######## design 1 ########
### Clock nets, design 1

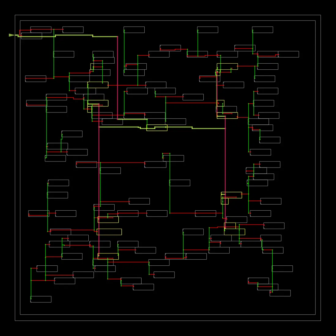

==> src/rtl/arb_pkg.sv <==
// Shared types and constants for the D/I request arbiter.
// Alignment rule for misaligned-request rejection lives here so sub-blocks agree.
package arb_pkg;

  typedef enum logic [1:0] {
    StIdle = 2'b00,
    StBusy = 2'b01,
    StResp = 2'b10
  } arb_state_e;

  localparam logic [1:0] SZ_BYTE = 2'b00;
  localparam logic [1:0] SZ_HALF = 2'b01;
  localparam logic [1:0] SZ_WORD = 2'b10;

  localparam int unsigned REQ_D = 0;
  localparam int unsigned REQ_I = 1;

  // m_transfer = {valid, size[1:0]}
  localparam int unsigned XFER_VALID_BIT = 2;

  function automatic logic is_misaligned(input logic [1:0] size, input logic [1:0] addr_lo);
    logic mis;
    case (size)
      SZ_BYTE: mis = 1'b0;
      SZ_HALF: mis = addr_lo[0];
      SZ_WORD: mis = |addr_lo;
      default: mis = 1'b1;
    endcase
    return mis;
  endfunction

endpackage

==> src/rtl/arb_select.sv <==
// Combinational winner pick between D and I requesters; one-hot grant.
// ARB_ROUND_ROBIN_EN selects round-robin on rr_ptr, otherwise D has fixed priority.
module arb_select
  import arb_pkg::*;
(
  input  logic       d_req,
  input  logic       i_req,
  input  logic       rr_ptr,
  output logic [1:0] grant
);

`ifdef ARB_ROUND_ROBIN_EN
  always_comb begin
    grant = '0;
    if (d_req && i_req) begin
      // Pointer value equals the requester index it favours
      grant[rr_ptr] = 1'b1;
    end else if (d_req) begin
      grant[REQ_D] = 1'b1;
    end else if (i_req) begin
      grant[REQ_I] = 1'b1;
    end
  end
`else
  logic unused_rr_ptr;
  assign unused_rr_ptr = rr_ptr;

  always_comb begin
    grant = '0;
    if (d_req) begin
      grant[REQ_D] = 1'b1;
    end else if (i_req) begin
      grant[REQ_I] = 1'b1;
    end
  end
`endif

endmodule

==> src/rtl/ahb_req_arbiter.sv <==
// Shares the AHB master's processor-side port between data (D) and fetch (I) requesters.
// Define ARB_ROUND_ROBIN_EN for round-robin arbitration; default is fixed D-over-I priority.
module ahb_req_arbiter
  import arb_pkg::*;
#(
  parameter int unsigned ADDR_W = 32,
  parameter int unsigned DATA_W = 32
) (
  input  logic              HCLK,
  input  logic              HRESETn,
  input  logic              d_req,
  input  logic [ADDR_W-1:0] d_addr,
  input  logic              d_write,
  input  logic [DATA_W-1:0] d_wdata,
  input  logic [1:0]        d_size,
  output logic              d_done,
  output logic              d_err,
  output logic [DATA_W-1:0] d_rdata,
  input  logic              i_req,
  input  logic [ADDR_W-1:0] i_addr,
  input  logic [1:0]        i_size,
  output logic              i_done,
  output logic              i_err,
  output logic [DATA_W-1:0] i_rdata,
  output logic [ADDR_W-1:0] m_addr,
  output logic              m_write,
  output logic [DATA_W-1:0] m_wdata,
  output logic [2:0]        m_transfer,
  input  logic [DATA_W-1:0] m_rdata,
  input  logic              m_ready,
  input  logic              m_resp
);

  arb_state_e        state_q, state_d;
  logic [ADDR_W-1:0] addr_q, addr_d;
  logic              write_q, write_d;
  logic [DATA_W-1:0] wdata_q, wdata_d;
  logic [1:0]        size_q, size_d;
  logic              owner_q, owner_d;
  logic              err_q, err_d;
  logic [DATA_W-1:0] rdata_q, rdata_d;

  logic [1:0]        grant;
  logic              rr_ptr;

  logic [ADDR_W-1:0] sel_addr;
  logic              sel_write;
  logic [DATA_W-1:0] sel_wdata;
  logic [1:0]        sel_size;
  logic              sel_mis;

  arb_select u_select (
    .d_req  (d_req),
    .i_req  (i_req),
    .rr_ptr (rr_ptr),
    .grant  (grant)
  );

`ifdef ARB_ROUND_ROBIN_EN
  logic rr_ptr_q, rr_ptr_d;

  // Flip away from the favoured requester each time it wins, misaligned grants included
  always_comb begin
    rr_ptr_d = rr_ptr_q;
    if (state_q == StIdle && grant[rr_ptr_q]) begin
      rr_ptr_d = ~rr_ptr_q;
    end
  end

  always_ff @(posedge HCLK or negedge HRESETn) begin
    if (!HRESETn) begin
      rr_ptr_q <= 1'(REQ_D);
    end else begin
      rr_ptr_q <= rr_ptr_d;
    end
  end

  assign rr_ptr = rr_ptr_q;
`else
  assign rr_ptr = 1'(REQ_D);
`endif

  // The I path is read-only, so its write/wdata are forced to zero
  always_comb begin
    if (grant[REQ_I]) begin
      sel_addr  = i_addr;
      sel_write = 1'b0;
      sel_wdata = '0;
      sel_size  = i_size;
    end else begin
      sel_addr  = d_addr;
      sel_write = d_write;
      sel_wdata = d_wdata;
      sel_size  = d_size;
    end
    sel_mis = is_misaligned(sel_size, sel_addr[1:0]);
  end

  always_comb begin
    state_d = state_q;
    addr_d  = addr_q;
    write_d = write_q;
    wdata_d = wdata_q;
    size_d  = size_q;
    owner_d = owner_q;
    err_d   = err_q;
    rdata_d = rdata_q;
    unique case (state_q)
      StIdle: begin
        if (|grant) begin
          addr_d  = sel_addr;
          write_d = sel_write;
          wdata_d = sel_wdata;
          size_d  = sel_size;
          owner_d = grant[REQ_I];
          err_d   = sel_mis;
          rdata_d = '0;
          state_d = sel_mis ? StResp : StBusy;
        end
      end
      StBusy: begin
        if (m_ready) begin
          rdata_d = m_rdata;
          err_d   = m_resp;
          state_d = StResp;
        end
      end
      StResp: begin
        state_d = StIdle;
      end
      default: begin
        state_d = StIdle;
      end
    endcase
  end

  always_ff @(posedge HCLK or negedge HRESETn) begin
    if (!HRESETn) begin
      state_q <= StIdle;
      addr_q  <= '0;
      write_q <= 1'b0;
      wdata_q <= '0;
      size_q  <= '0;
      owner_q <= 1'(REQ_D);
      err_q   <= 1'b0;
      rdata_q <= '0;
    end else begin
      state_q <= state_d;
      addr_q  <= addr_d;
      write_q <= write_d;
      wdata_q <= wdata_d;
      size_q  <= size_d;
      owner_q <= owner_d;
      err_q   <= err_d;
      rdata_q <= rdata_d;
    end
  end

  assign m_addr  = addr_q;
  assign m_write = write_q;
  assign m_wdata = wdata_q;

  always_comb begin
    m_transfer = '0;
    if (state_q == StBusy) begin
      m_transfer[XFER_VALID_BIT] = 1'b1;
      m_transfer[1:0]            = size_q;
    end
  end

  always_comb begin
    d_done  = (state_q == StResp) && (owner_q == 1'(REQ_D));
    i_done  = (state_q == StResp) && (owner_q == 1'(REQ_I));
    d_err   = d_done & err_q;
    i_err   = i_done & err_q;
    d_rdata = d_done ? rdata_q : '0;
    i_rdata = i_done ? rdata_q : '0;
  end

endmodule

==> config.mk <==
export PLATFORM = sky130hd
export DESIGN_NAME = ahb_req_arbiter
export DESIGN_NICKNAME = d
export VERILOG_FILES = /design/src/rtl/arb_pkg.sv /design/src/rtl/arb_select.sv /design/src/rtl/ahb_req_arbiter.sv
export SDC_FILE = /design/constraint.sdc
export NUM_CORES = 1
export LEC_CHECK = 0
export CELL_PAD_IN_SITES_DETAIL_PLACEMENT = 0
export CELL_PAD_IN_SITES_GLOBAL_PLACEMENT = 1
export CORE_MARGIN = 2
export CORE_UTILIZATION = 27
export DETAILED_ROUTE_END_ITERATION = 16
export PLACE_DENSITY_LB_ADDON = 0.1
export SLEW_MARGIN = 20
export SYNTH_ARGS = -nofsm -noshare
export SYNTH_HDL_FRONTEND = slang
export SYNTH_SLANG_ARGS = --single-unit
==> constraint.sdc <==
create_clock -name HCLK -period 1.9 [get_ports HCLK]
set_input_delay 0.285 -clock HCLK [delete_from_list [all_inputs] [get_ports HCLK]]
set_output_delay 0.285 -clock HCLK [all_outputs]
set_load 0.01 [all_outputs]
######## design 2 ########
File: src/rtl/shift_deser.sv
// Serial-to-parallel receiver for the shift_reg2 end-bit stream. It rebuilds
// WIDTH-bit words and holds each one in a single-entry valid/ready buffer.
module shift_deser #(
    parameter int WIDTH = 8,
    parameter int CNT_W = $clog2(WIDTH)
) (
    input  logic             clk,
    input  logic             reset,
    input  logic             enable,
    input  logic             serial_in,
    input  logic             serial_valid,
    input  logic             frame,
    input  logic             msb_first,
    output logic [WIDTH-1:0] data_out,
    output logic             data_valid,
    input  logic             data_ready,
    output logic             busy,
    output logic             overrun
);

    localparam logic [CNT_W-1:0] LAST_CNT = CNT_W'(WIDTH - 1);
    localparam logic [CNT_W-1:0] ONE_CNT  = CNT_W'(1);

    logic [WIDTH-1:0] shreg_q, shreg_d, shreg_ins;
    logic [CNT_W-1:0] cnt_q, cnt_d;
    logic             order_q, order_d;
    logic [WIDTH-1:0] data_out_q, data_out_d;
    logic             data_valid_q, data_valid_d;
    logic             overrun_q, overrun_d;
    logic             acc, first_bit, last_bit, drain;

    always_comb begin
        acc       = enable & serial_valid;
        // frame forces a word start, so a frame bit can never also close a word
        first_bit = acc & ((cnt_q == '0) | frame);
        last_bit  = acc & ~first_bit & (cnt_q == LAST_CNT);
        drain     = data_valid_q & data_ready;

        order_d   = first_bit ? msb_first : order_q;
        shreg_ins = order_d ? {shreg_q[WIDTH-2:0], serial_in}
                            : {serial_in, shreg_q[WIDTH-1:1]};
        shreg_d   = acc ? shreg_ins : shreg_q;

        cnt_d = cnt_q;
        if (first_bit) begin
            cnt_d = ONE_CNT;
        end else if (last_bit) begin
            cnt_d = '0;
        end else if (acc) begin
            cnt_d = cnt_q + ONE_CNT;
        end

        data_out_d   = data_out_q;
        data_valid_d = data_valid_q;
        overrun_d    = overrun_q;
        if (last_bit) begin
            // a word leaving on this same edge frees the buffer for the new one
            if (!data_valid_q || data_ready) begin
                data_out_d   = shreg_ins;
                data_valid_d = 1'b1;
            end else begin
                overrun_d = 1'b1;
            end
        end else if (drain) begin
            data_valid_d = 1'b0;
        end
    end

    always_ff @(posedge clk) begin
        if (reset) begin
            shreg_q      <= '0;
            cnt_q        <= '0;
            order_q      <= 1'b0;
            data_out_q   <= '0;
            data_valid_q <= 1'b0;
            overrun_q    <= 1'b0;
        end else begin
            shreg_q      <= shreg_d;
            cnt_q        <= cnt_d;
            order_q      <= order_d;
            data_out_q   <= data_out_d;
            data_valid_q <= data_valid_d;
            overrun_q    <= overrun_d;
        end
    end

    assign data_out   = data_out_q;
    assign data_valid = data_valid_q;
    assign overrun    = overrun_q;
    assign busy       = (cnt_q != '0);

endmodule

File: config.mk
export PLATFORM = sky130hd
export DESIGN_NAME = shift_deser
export DESIGN_NICKNAME = d
export VERILOG_FILES = /design/src/rtl/shift_deser.sv
export SDC_FILE = /design/constraint.sdc
export NUM_CORES = 1
export LEC_CHECK = 0
export ABC_AREA = 1
export CAP_MARGIN = 25
export CORE_ASPECT_RATIO = 0.9
export CORE_UTILIZATION = 50
export CTS_BUF_LIST = sky130_fd_sc_hd__clkbuf_8
export CTS_CLUSTER_SIZE = 28
export DETAILED_ROUTE_END_ITERATION = 8
export GPL_TIMING_DRIVEN = 0
export HOLD_SLACK_MARGIN = 0.08
export PLACE_DENSITY = 0.79
export SLEW_MARGIN = 20
export SYNTH_ARGS = -nofsm -noshare
export SYNTH_HDL_FRONTEND = slang
export SYNTH_SLANG_ARGS = --single-unit
File: constraint.sdc
create_clock -name clk -period 1.7 [get_ports clk]
set_input_delay 0.34 -clock clk [delete_from_list [all_inputs] [get_ports clk]]
set_output_delay 0.34 -clock clk [all_outputs]
set_load 0.005 [all_outputs]
######## design 3 ########
**src/rtl/microseq_pkg.sv**
```systemverilog
// Shared types and constants for the microsequencer.
package microseq_pkg;

  localparam int STATE_W     = 7;
  localparam int FETCH_STATE = 1;

  // Next-state action field carried in every microstore word
  typedef enum logic [2:0] {
    ENCODE = 3'b000,
    FETCH  = 3'b001,
    INCR   = 3'b010,
    CJUMP  = 3'b011,
    CWAIT  = 3'b100,
    JUMP   = 3'b101,
    CALL   = 3'b110,
    RETURN = 3'b111
  } ns_sel_t;

  // Source of the branch/wait condition
  typedef enum logic [1:0] {
    SEL_MOC  = 2'b00,
    SEL_COND = 2'b01,
    SEL_INTR = 2'b10,
    SEL_ONE  = 2'b11
  } cond_sel_t;

endpackage

```
**src/rtl/microseq_cond_mux.sv**
```systemverilog
// Condition selector: picks one condition source and optionally inverts it.
module microseq_cond_mux
  import microseq_pkg::*;
(
  input  logic       [1:0] condSel,
  input  logic             invert,
  input  logic             moc,
  input  logic             cond,
  input  logic             intr,
  output logic             c
);

  logic selected;

  // Purely combinational select; result is used in the same cycle
  always_comb begin
    selected = 1'b1;
    unique case (cond_sel_t'(condSel))
      SEL_MOC:  selected = moc;
      SEL_COND: selected = cond;
      SEL_INTR: selected = intr;
      SEL_ONE:  selected = 1'b1;
      default:  selected = 1'b1;
    endcase
  end

  assign c = selected ^ invert;

endmodule

```
**src/rtl/microsequencer.sv**
```systemverilog
// Microsequencer: registered control-state number with a single-level
// subroutine return register. Optional CWAIT watchdog is enabled by
// defining MICROSEQ_TIMEOUT_EN.
module microsequencer #(
  parameter int STATE_W       = microseq_pkg::STATE_W,
  parameter int TIMEOUT_LIMIT = 255
) (
  input  logic               clk,
  input  logic               reset,
  input  logic [2:0]         nsSel,
  input  logic [1:0]         condSel,
  input  logic               invert,
  input  logic               moc,
  input  logic               cond,
  input  logic               intr,
  input  logic [STATE_W-1:0] crAddr,
  input  logic [STATE_W-1:0] encState,
  output logic [STATE_W-1:0] currentState,
  output logic               timeout
);

  import microseq_pkg::*;

  logic               c;
  logic [STATE_W-1:0] state_next;
  logic [STATE_W-1:0] state_plus1;
  logic [STATE_W-1:0] ret_reg;
  logic [STATE_W-1:0] ret_next;

  microseq_cond_mux u_cond_mux (
    .condSel (condSel),
    .invert  (invert),
    .moc     (moc),
    .cond    (cond),
    .intr    (intr),
    .c       (c)
  );

  // Wraps modulo 2^STATE_W by truncation
  assign state_plus1 = currentState + STATE_W'(1);

`ifdef MICROSEQ_TIMEOUT_EN
  localparam int CNT_W = (TIMEOUT_LIMIT < 1) ? 1 : $clog2(TIMEOUT_LIMIT + 1);

  logic [CNT_W-1:0] wait_cnt_reg;
  logic [CNT_W-1:0] wait_cnt_next;
  logic             timeout_next;
`endif

  // Next-state selection; CALL is the only action that loads the return register
  always_comb begin
    state_next = currentState;
    ret_next   = ret_reg;
`ifdef MICROSEQ_TIMEOUT_EN
    wait_cnt_next = '0;
    timeout_next  = 1'b0;
`endif
    unique case (ns_sel_t'(nsSel))
      ENCODE: state_next = encState;
      FETCH:  state_next = STATE_W'(FETCH_STATE);
      INCR:   state_next = state_plus1;
      CJUMP:  state_next = c ? crAddr : state_plus1;
      CWAIT: begin
        if (c) begin
          state_next = state_plus1;
        end else begin
`ifdef MICROSEQ_TIMEOUT_EN
          // Watchdog: a satisfied condition on the limit cycle still wins
          if (wait_cnt_reg == CNT_W'(TIMEOUT_LIMIT)) begin
            state_next   = '0;
            timeout_next = 1'b1;
          end else begin
            state_next    = currentState;
            wait_cnt_next = wait_cnt_reg + CNT_W'(1);
          end
`else
          state_next = currentState;
`endif
        end
      end
      JUMP:   state_next = crAddr;
      CALL: begin
        state_next = crAddr;
        ret_next   = state_plus1;
      end
      RETURN: state_next = ret_reg;
      default: state_next = currentState;
    endcase
  end

  // State and return register; reset overrides every action
  always_ff @(posedge clk) begin
    if (reset) begin
      currentState <= '0;
      ret_reg      <= '0;
    end else begin
      currentState <= state_next;
      ret_reg      <= ret_next;
    end
  end

`ifdef MICROSEQ_TIMEOUT_EN
  // Wait counter and timeout pulse, registered alongside the state
  always_ff @(posedge clk) begin
    if (reset) begin
      wait_cnt_reg <= '0;
      timeout      <= 1'b0;
    end else begin
      wait_cnt_reg <= wait_cnt_next;
      timeout      <= timeout_next;
    end
  end
`else
  // Constant 0; the expression keeps TIMEOUT_LIMIT referenced in this build
  assign timeout = (TIMEOUT_LIMIT < 0);
`endif

endmodule

```
**config.mk**
```make
export PLATFORM = sky130hd
export DESIGN_NAME = microsequencer
export DESIGN_NICKNAME = d
export VERILOG_FILES = /design/src/rtl/microseq_pkg.sv /design/src/rtl/microseq_cond_mux.sv /design/src/rtl/microsequencer.sv
export SDC_FILE = /design/constraint.sdc
export NUM_CORES = 1
export LEC_CHECK = 0
export CORE_ASPECT_RATIO = 1.4
export CORE_UTILIZATION = 40
export CTS_CLUSTER_SIZE = 20
export DETAILED_ROUTE_END_ITERATION = 6
export PLACE_DENSITY = 0.68
export RECOVER_POWER = 100
export SYNTH_ARGS = -nofsm -noshare
export SYNTH_HDL_FRONTEND = slang
export SYNTH_SLANG_ARGS = --single-unit
```
**constraint.sdc**
```tcl
create_clock -name clk -period 2.66 [get_ports clk]
set_input_delay 0.532 -clock clk [delete_from_list [all_inputs] [get_ports clk]]
set_output_delay 0.532 -clock clk [all_outputs]
set_load 0.01 [all_outputs]
```
### Clock nets, design 3

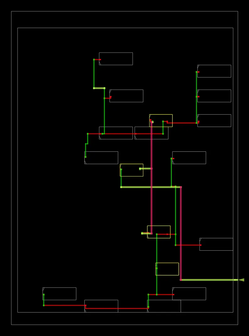
final-layout clock buffer total: 4
Sink Count: 14
Num CTS Buffers: 3

### Clock wires, drivers and flops, design 3

(8 px per um)
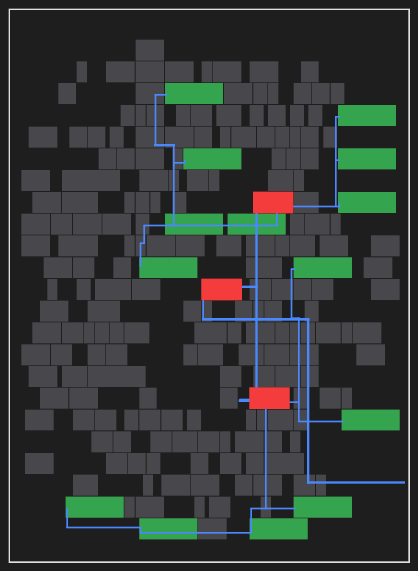
legend:
  flip-flops:
    colour: green
    count: 14
  clock wires:
    colour: blue
    length: 227 um
  clock drivers:
    colour: red
    count: 3
routed clock nets: 4

==> metrics.yaml, design 3 <==
netlist.area_leader.share_pct: 21.9
yosys-stat-cells: 165
yosysWarnings: 0
routedWlPerCell_um: 16.0
status: "complete, no violations"
ff_type: "dfxtp_1"
core_area_um2: 2960
synth_area_leaders: "dfxtp_1 (22%), nor2_1 (4.1%), a31oi_1 (3.9%), o21ai_0 (3.9%), a211oi_4 (3.1%)"
cts.root.buffer_cell: "clkbuf_8"
critPathSlowestCell: "clkdlybuf4s50_1"
num_vias: 1472
top_power_group: "sequential cells"
yosysUniqueCellTypes: 56
finalWeightedCongestion: 0.906
holdBufCountCts: 0
worst_setup_path_end_kind: "flop"
clock.latency.late_pin_ns: 0.25
synth.largest_area_cell: "dfxtp_1"
diodes: 0
cts_tree: "done"
fin_setup_tns_ns: 0
synth.cells.most_frequent: "dfxtp_1 (14), nor2_1 (14), o21ai_0 (10)"
syn-mean-instance-area_um2: 7.76
timing.max_cap.violations: 0
p_leak_nw: 0.647
final_hold_viol_count: 0
power_frac_seq_pct: 35.2
cts-resized-gates: 0
final_max_slew_viol_count: 0
[design 3: layout make-up]
cell class | count | area, um^2
sequential | 14 | 280
tap | 37 | 46.3
multi-input combinational | 133 | 922
timing repair buffer | 45 | 403
clock buffer | 4 | 55.1
fill | 273 | 1230
inverter | 7 | 26.3
[design 3: final timing paths]
| kind | startpoint | end | slack (ns) | cells past startpoint |
|---|---|---|---|---|
| worst min-delay path | ret_reg[1] | ret_reg[1] | 0.50 | 2 |
| worst max register to register | currentState[0] | currentState[2] | 0.82 | 6 |
| worst max-delay path | condSel[0] | currentState[4] | 0.23 | 7 |
| worst min register to register | ret_reg[1] | ret_reg[1] | 0.50 | 2 |
[design 3: layer usage]
layer  global-route usage (%)  share of wire (%)  routed length, um  up-vias
li1                         -                  -                  -      720
met4                     12.1                2.1                 79        0
met5                        0                  0                  0        -
met3                     3.51                6.3                242       11
met2                     44.3                 50               1930       70
met1                     28.6                 41               1580      671
[design 3: critical path, delay by kind of cell]
| family | cells | cell delay, ns |
|---|---|---|
| AOI/OAI and AO/OA | 3 | 0.42 |
| muxes | 2 | 0.86 |
| buffers and inverters | 2 | 0.74 |
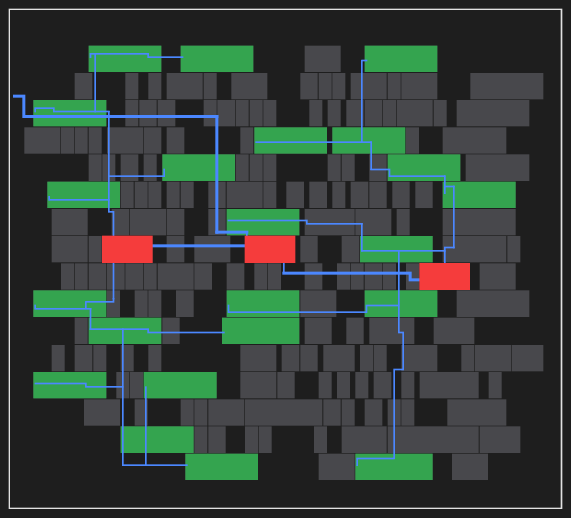
*Clock wires, drivers and flops, design 2*
(10 px per um)
legend:
  flip-flops:
    colour: green
    count: 22
  clock wires:
    colour: blue
    length: 311 um
  clock drivers:
    colour: red
    count: 3
routed clock nets: 4
Clock Power: 0.000387 W
clock latency at the later pin of the worst-skew pair: 0.27 ns
Clock Skews: 0.00421 ns
share of total power in the clock network: 34.8%

==> metrics.yaml, design 2 <==
finalWeightedCongestion: 0.858
power_frac_seq_pct: 49.2
num_vias: 1107
fmax_mhz: 649
synthCells: 163
postSynth.asyncResetShare_pct: 0
syn-mean-instance-area_um2: 7.78
p_switching_w: 0.000298
vias_per_cell: 5.20
busiest_layer: "met2"
rsz0062_at_grt: "false"
critPathSlowestCell: "dfxtp_2"
layout.cells.non_filler: 213
final_net_count: 198
globalRouteMet3Util_pct: 7.10
final_critical_period_ns: 1.54
cts-resized-gates: 5
post_synth_aoi_oai_area_pct: 6.42
edf_count: 0
hold_ws_ns: 0.477
antenna_found_initial: 0
post-cts-setup-buffers: 1
timing.max_cap.violations: 0
area_growth_syn_to_layout_pct: 22.9
power_per_cell_area_nw_per_um2: 712
chipArea_um2: 2740
status: "complete, no violations"
totalWireLength_mm: 2.73
synth.largest_area_cell: "dfxtp_1"
synth.cellmix.xorXnorShare_pct: 0
cts.root.buffer_cell: "clkbuf_8"
cp.arrival_ns: 1.20
drc: 0
final.period_utilization_pct: 90.7
wl_met3_um: 134
worstSetupEndpoint: "busy"
synth.ff_latch_count: 22
wl_met1_mm: 1.18
yosysWarnings: 0
place.detailed.instances: 208
comb_power_share_pct: 16.0
p_int_w: 0.000811
vdd_ir_drop_max_uv: 695
p_leak_nw: 0.692
-- design 2: Yosys cell counts (2+ instances only) --
cell,instances
nand2_4,2
inv_1,28
nand2_1,22
nand3_2,8
nand2_8,4
dfxtp_1,22
nand3_4,2
ha_1,3
a21oi_1,12
inv_2,4
nand3_1,26
nor2_1,20
buf_2,2
-- design 2: power by group through the flow --
stage               clock (W)  combinational [W]  sequential, W
global placement            0           0.000162       0.000556
detailed placement          0           0.000169       0.000558
floorplan                   0           0.000123       0.000554
finish               0.000387           0.000177       0.000546
global route         0.000409           0.000194       0.000547
CTS                  0.000391           0.000177       0.000545
-- design 2: layout make-up --
type | instances | area, um^2 | share of cell area (%)
repair buffers | 19 | 186 | 12.0
plain buffers | 4 | 22.5 | 1.45
clock buffers | 4 | 55.1 | 3.53
inverters | 34 | 154 | 9.88
flip-flops and latches | 22 | 443 | 28.4
multi-input cells | 103 | 663 | 42.6
well taps | 27 | 33.8 | 2.17
-- design 2: metrics by stage --
step | power [W] | util, %
3_5_place_dp | 0.000727 | 64.9
4_1_cts | 0.00111 | 68.3
5_1_grt | 0.00115 | 68.3
6_report | 0.00111 | 68.3
2_1_floorplan | 0.000677 | -
3_3_place_gp | 0.000719 | 64.9
### Met2 routing, design 1

(3 px per um) Cells faint in the background.
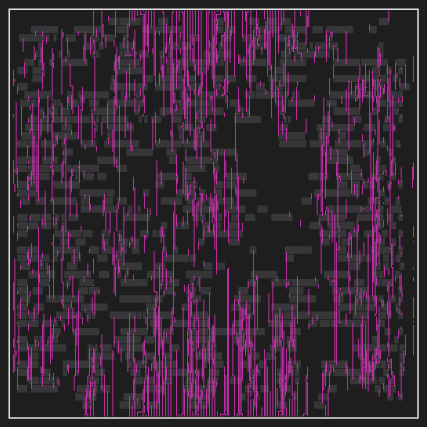
nets with wire on the layer: 715
wire length on this layer: 7,360 um
longest straight run: 58.3 um

## Picture notes: 'Clock nets' of design 1
clock latency at the later pin of the worst-skew pair: 0.34 ns
Clock Power: 0.00189 W
Num CTS Buffers: 9
Sink Count: 103
final-layout clock buffer total: 11

==> metrics.yaml, design 1 <==
highest_metal_layer_with_signal_wires: "met4"
layout.area.comb_um2: 1970
netlist.area_leader.share_pct: 55.0
final.setup.worst_slack_ns: 0.0303
status: "complete, no violations"
placedInstanceArea_um2: 7780
post_synth_aoi_oai_area_pct: 10.8
chipArea_um2: 18400
vdd_ir_drop_max_uv: 627
simple_share_pct: 23.0
critical_path.startpoint: "state_q[0]"
area_share_nonclk_buffers_pct: 34.7
synth.cellmix.xorXnorShare_pct: 0
holdBufCountCts: 1
gr-usage-all-layers_pct: 16.4
worst_path_dominant_cell_family: "flip-flops"
final_hold_viol_count: 0
core_area_um2: 17100
timing.critical_path.required_ns: 1.62
busiest_layer: "met2"
fin_setup_tns_ns: 0
drive_above_1_share_pct: 15.3
top_area_cell_class: "non-clock buffers"
cts_tree: "done"
globalRouteMet3Util_pct: 5.05
mappedNetlistArea_um2: 4690
synth.largest_area_cell: "dfrtp_1"
slowest_delay_ns: 0.44
dp_hpwl_mm: 11.3
critical_path.cell_chain: "and3b_2 -> buf_12 -> and2_1 -> clkdlybuf4s15_1"
timing.max_cap.violations: 0
antenna_found_initial: 0
synth.ff_latch_count: 103
p_leak_nw: 3.83
post-cts-setup-buffers: 0
placement.setup.worst_slack_ns: -0.0366
postSynth.asyncResetShare_pct: 100
layout.cells.non_filler: 972
drc: 0
synthCells: 468
comb-cell-share_pct: 25.1
worst_r2r_endpoint: "rdata_q[18]"
cp-start-kind: "flop"
design 1: sequential cells by signal, summed over array words and instances (netlist names):
name	count
m_wdata	32
state_q	2
size_q	2
err_q	1
rdata_q	32
m_addr	32
owner_q	1
m_write	1
design 1: cell usage in the layout, fill, tap and decap left out, drive strengths merged:
master	synthesis	layout
o21ai	35	35
nor3b	3	3
nor2b	3	3
dlygate4sd3	0	1
a22o	32	32
dlygate4sd2	0	4
clkbuf	16	44
nand2	100	100
mux2i	35	35
diode	0	1
nor2	3	3
nor3	3	3
or3	1	1
nand3	33	33
buf	20	56
and2	69	69
o31a	1	1
clkdlybuf4s50	0	202
inv	1	1
o21bai	1	1
nand2b	2	2
clkdlybuf4s15	0	2
dfrtp	103	103
clkinv	0	4
and3b	1	1
o32ai	1	1
o31ai	1	1
bufinv	0	1
a21oi	3	3
nor4b	1	1
design 1: power breakdown:
part / leakage [nW] / internal (W) / switching (W) / total, W
logic: 2.36 / 0.00232 / 0.00206 / 0.00438
registers: 1.32 / 0.00307 / 0.000520 / 0.00359
clock network: 0.149 / 0.00106 / 0.000834 / 0.00189


==> notes/layouts.md <==
Pictures saved along the way, in no particular order.

Placed cells, one colour a class.
shot_01.png
(3 px per um) Fill, decap, tap and diode cells in grey.
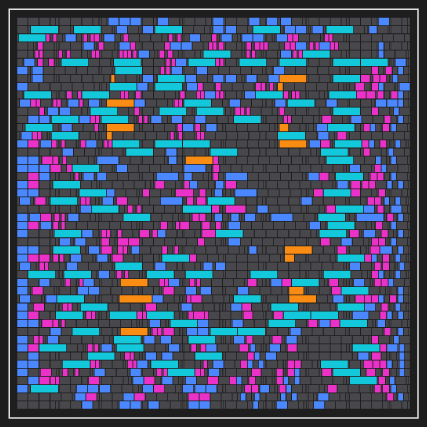
shot_02.png
(6 px per um) Fill, decap, tap and diode cells in grey.
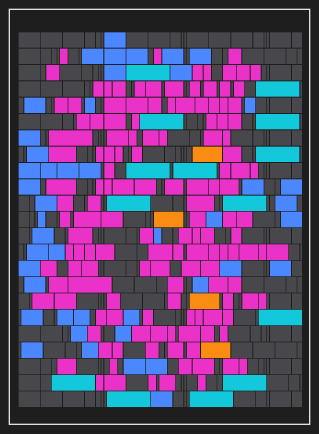
shot_03.png
(6 px per um) Fill, decap, tap and diode cells in grey.
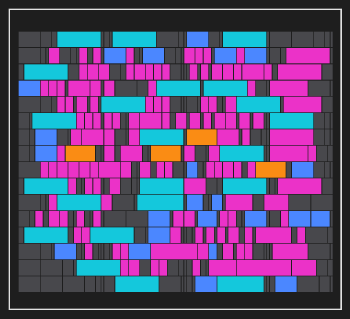
shot_03.png: design 2
shot_02.png: design 3
shot_01.png: design 1

Key to shot_02.png:
legend:
  combinational and other logic:
    colour: magenta
    cells: 140
    share_of_their_area: 56%
  clock drivers and dummy loads:
    colour: orange
    cells: 4
    share_of_their_area: 3.3%
  flops:
    colour: cyan
    cells: 14
    share_of_their_area: 17%
  other buffers and delay cells:
    colour: blue
    cells: 45
    share_of_their_area: 24%

Power figures rest on the tool's default switching activity, not on a simulated workload.
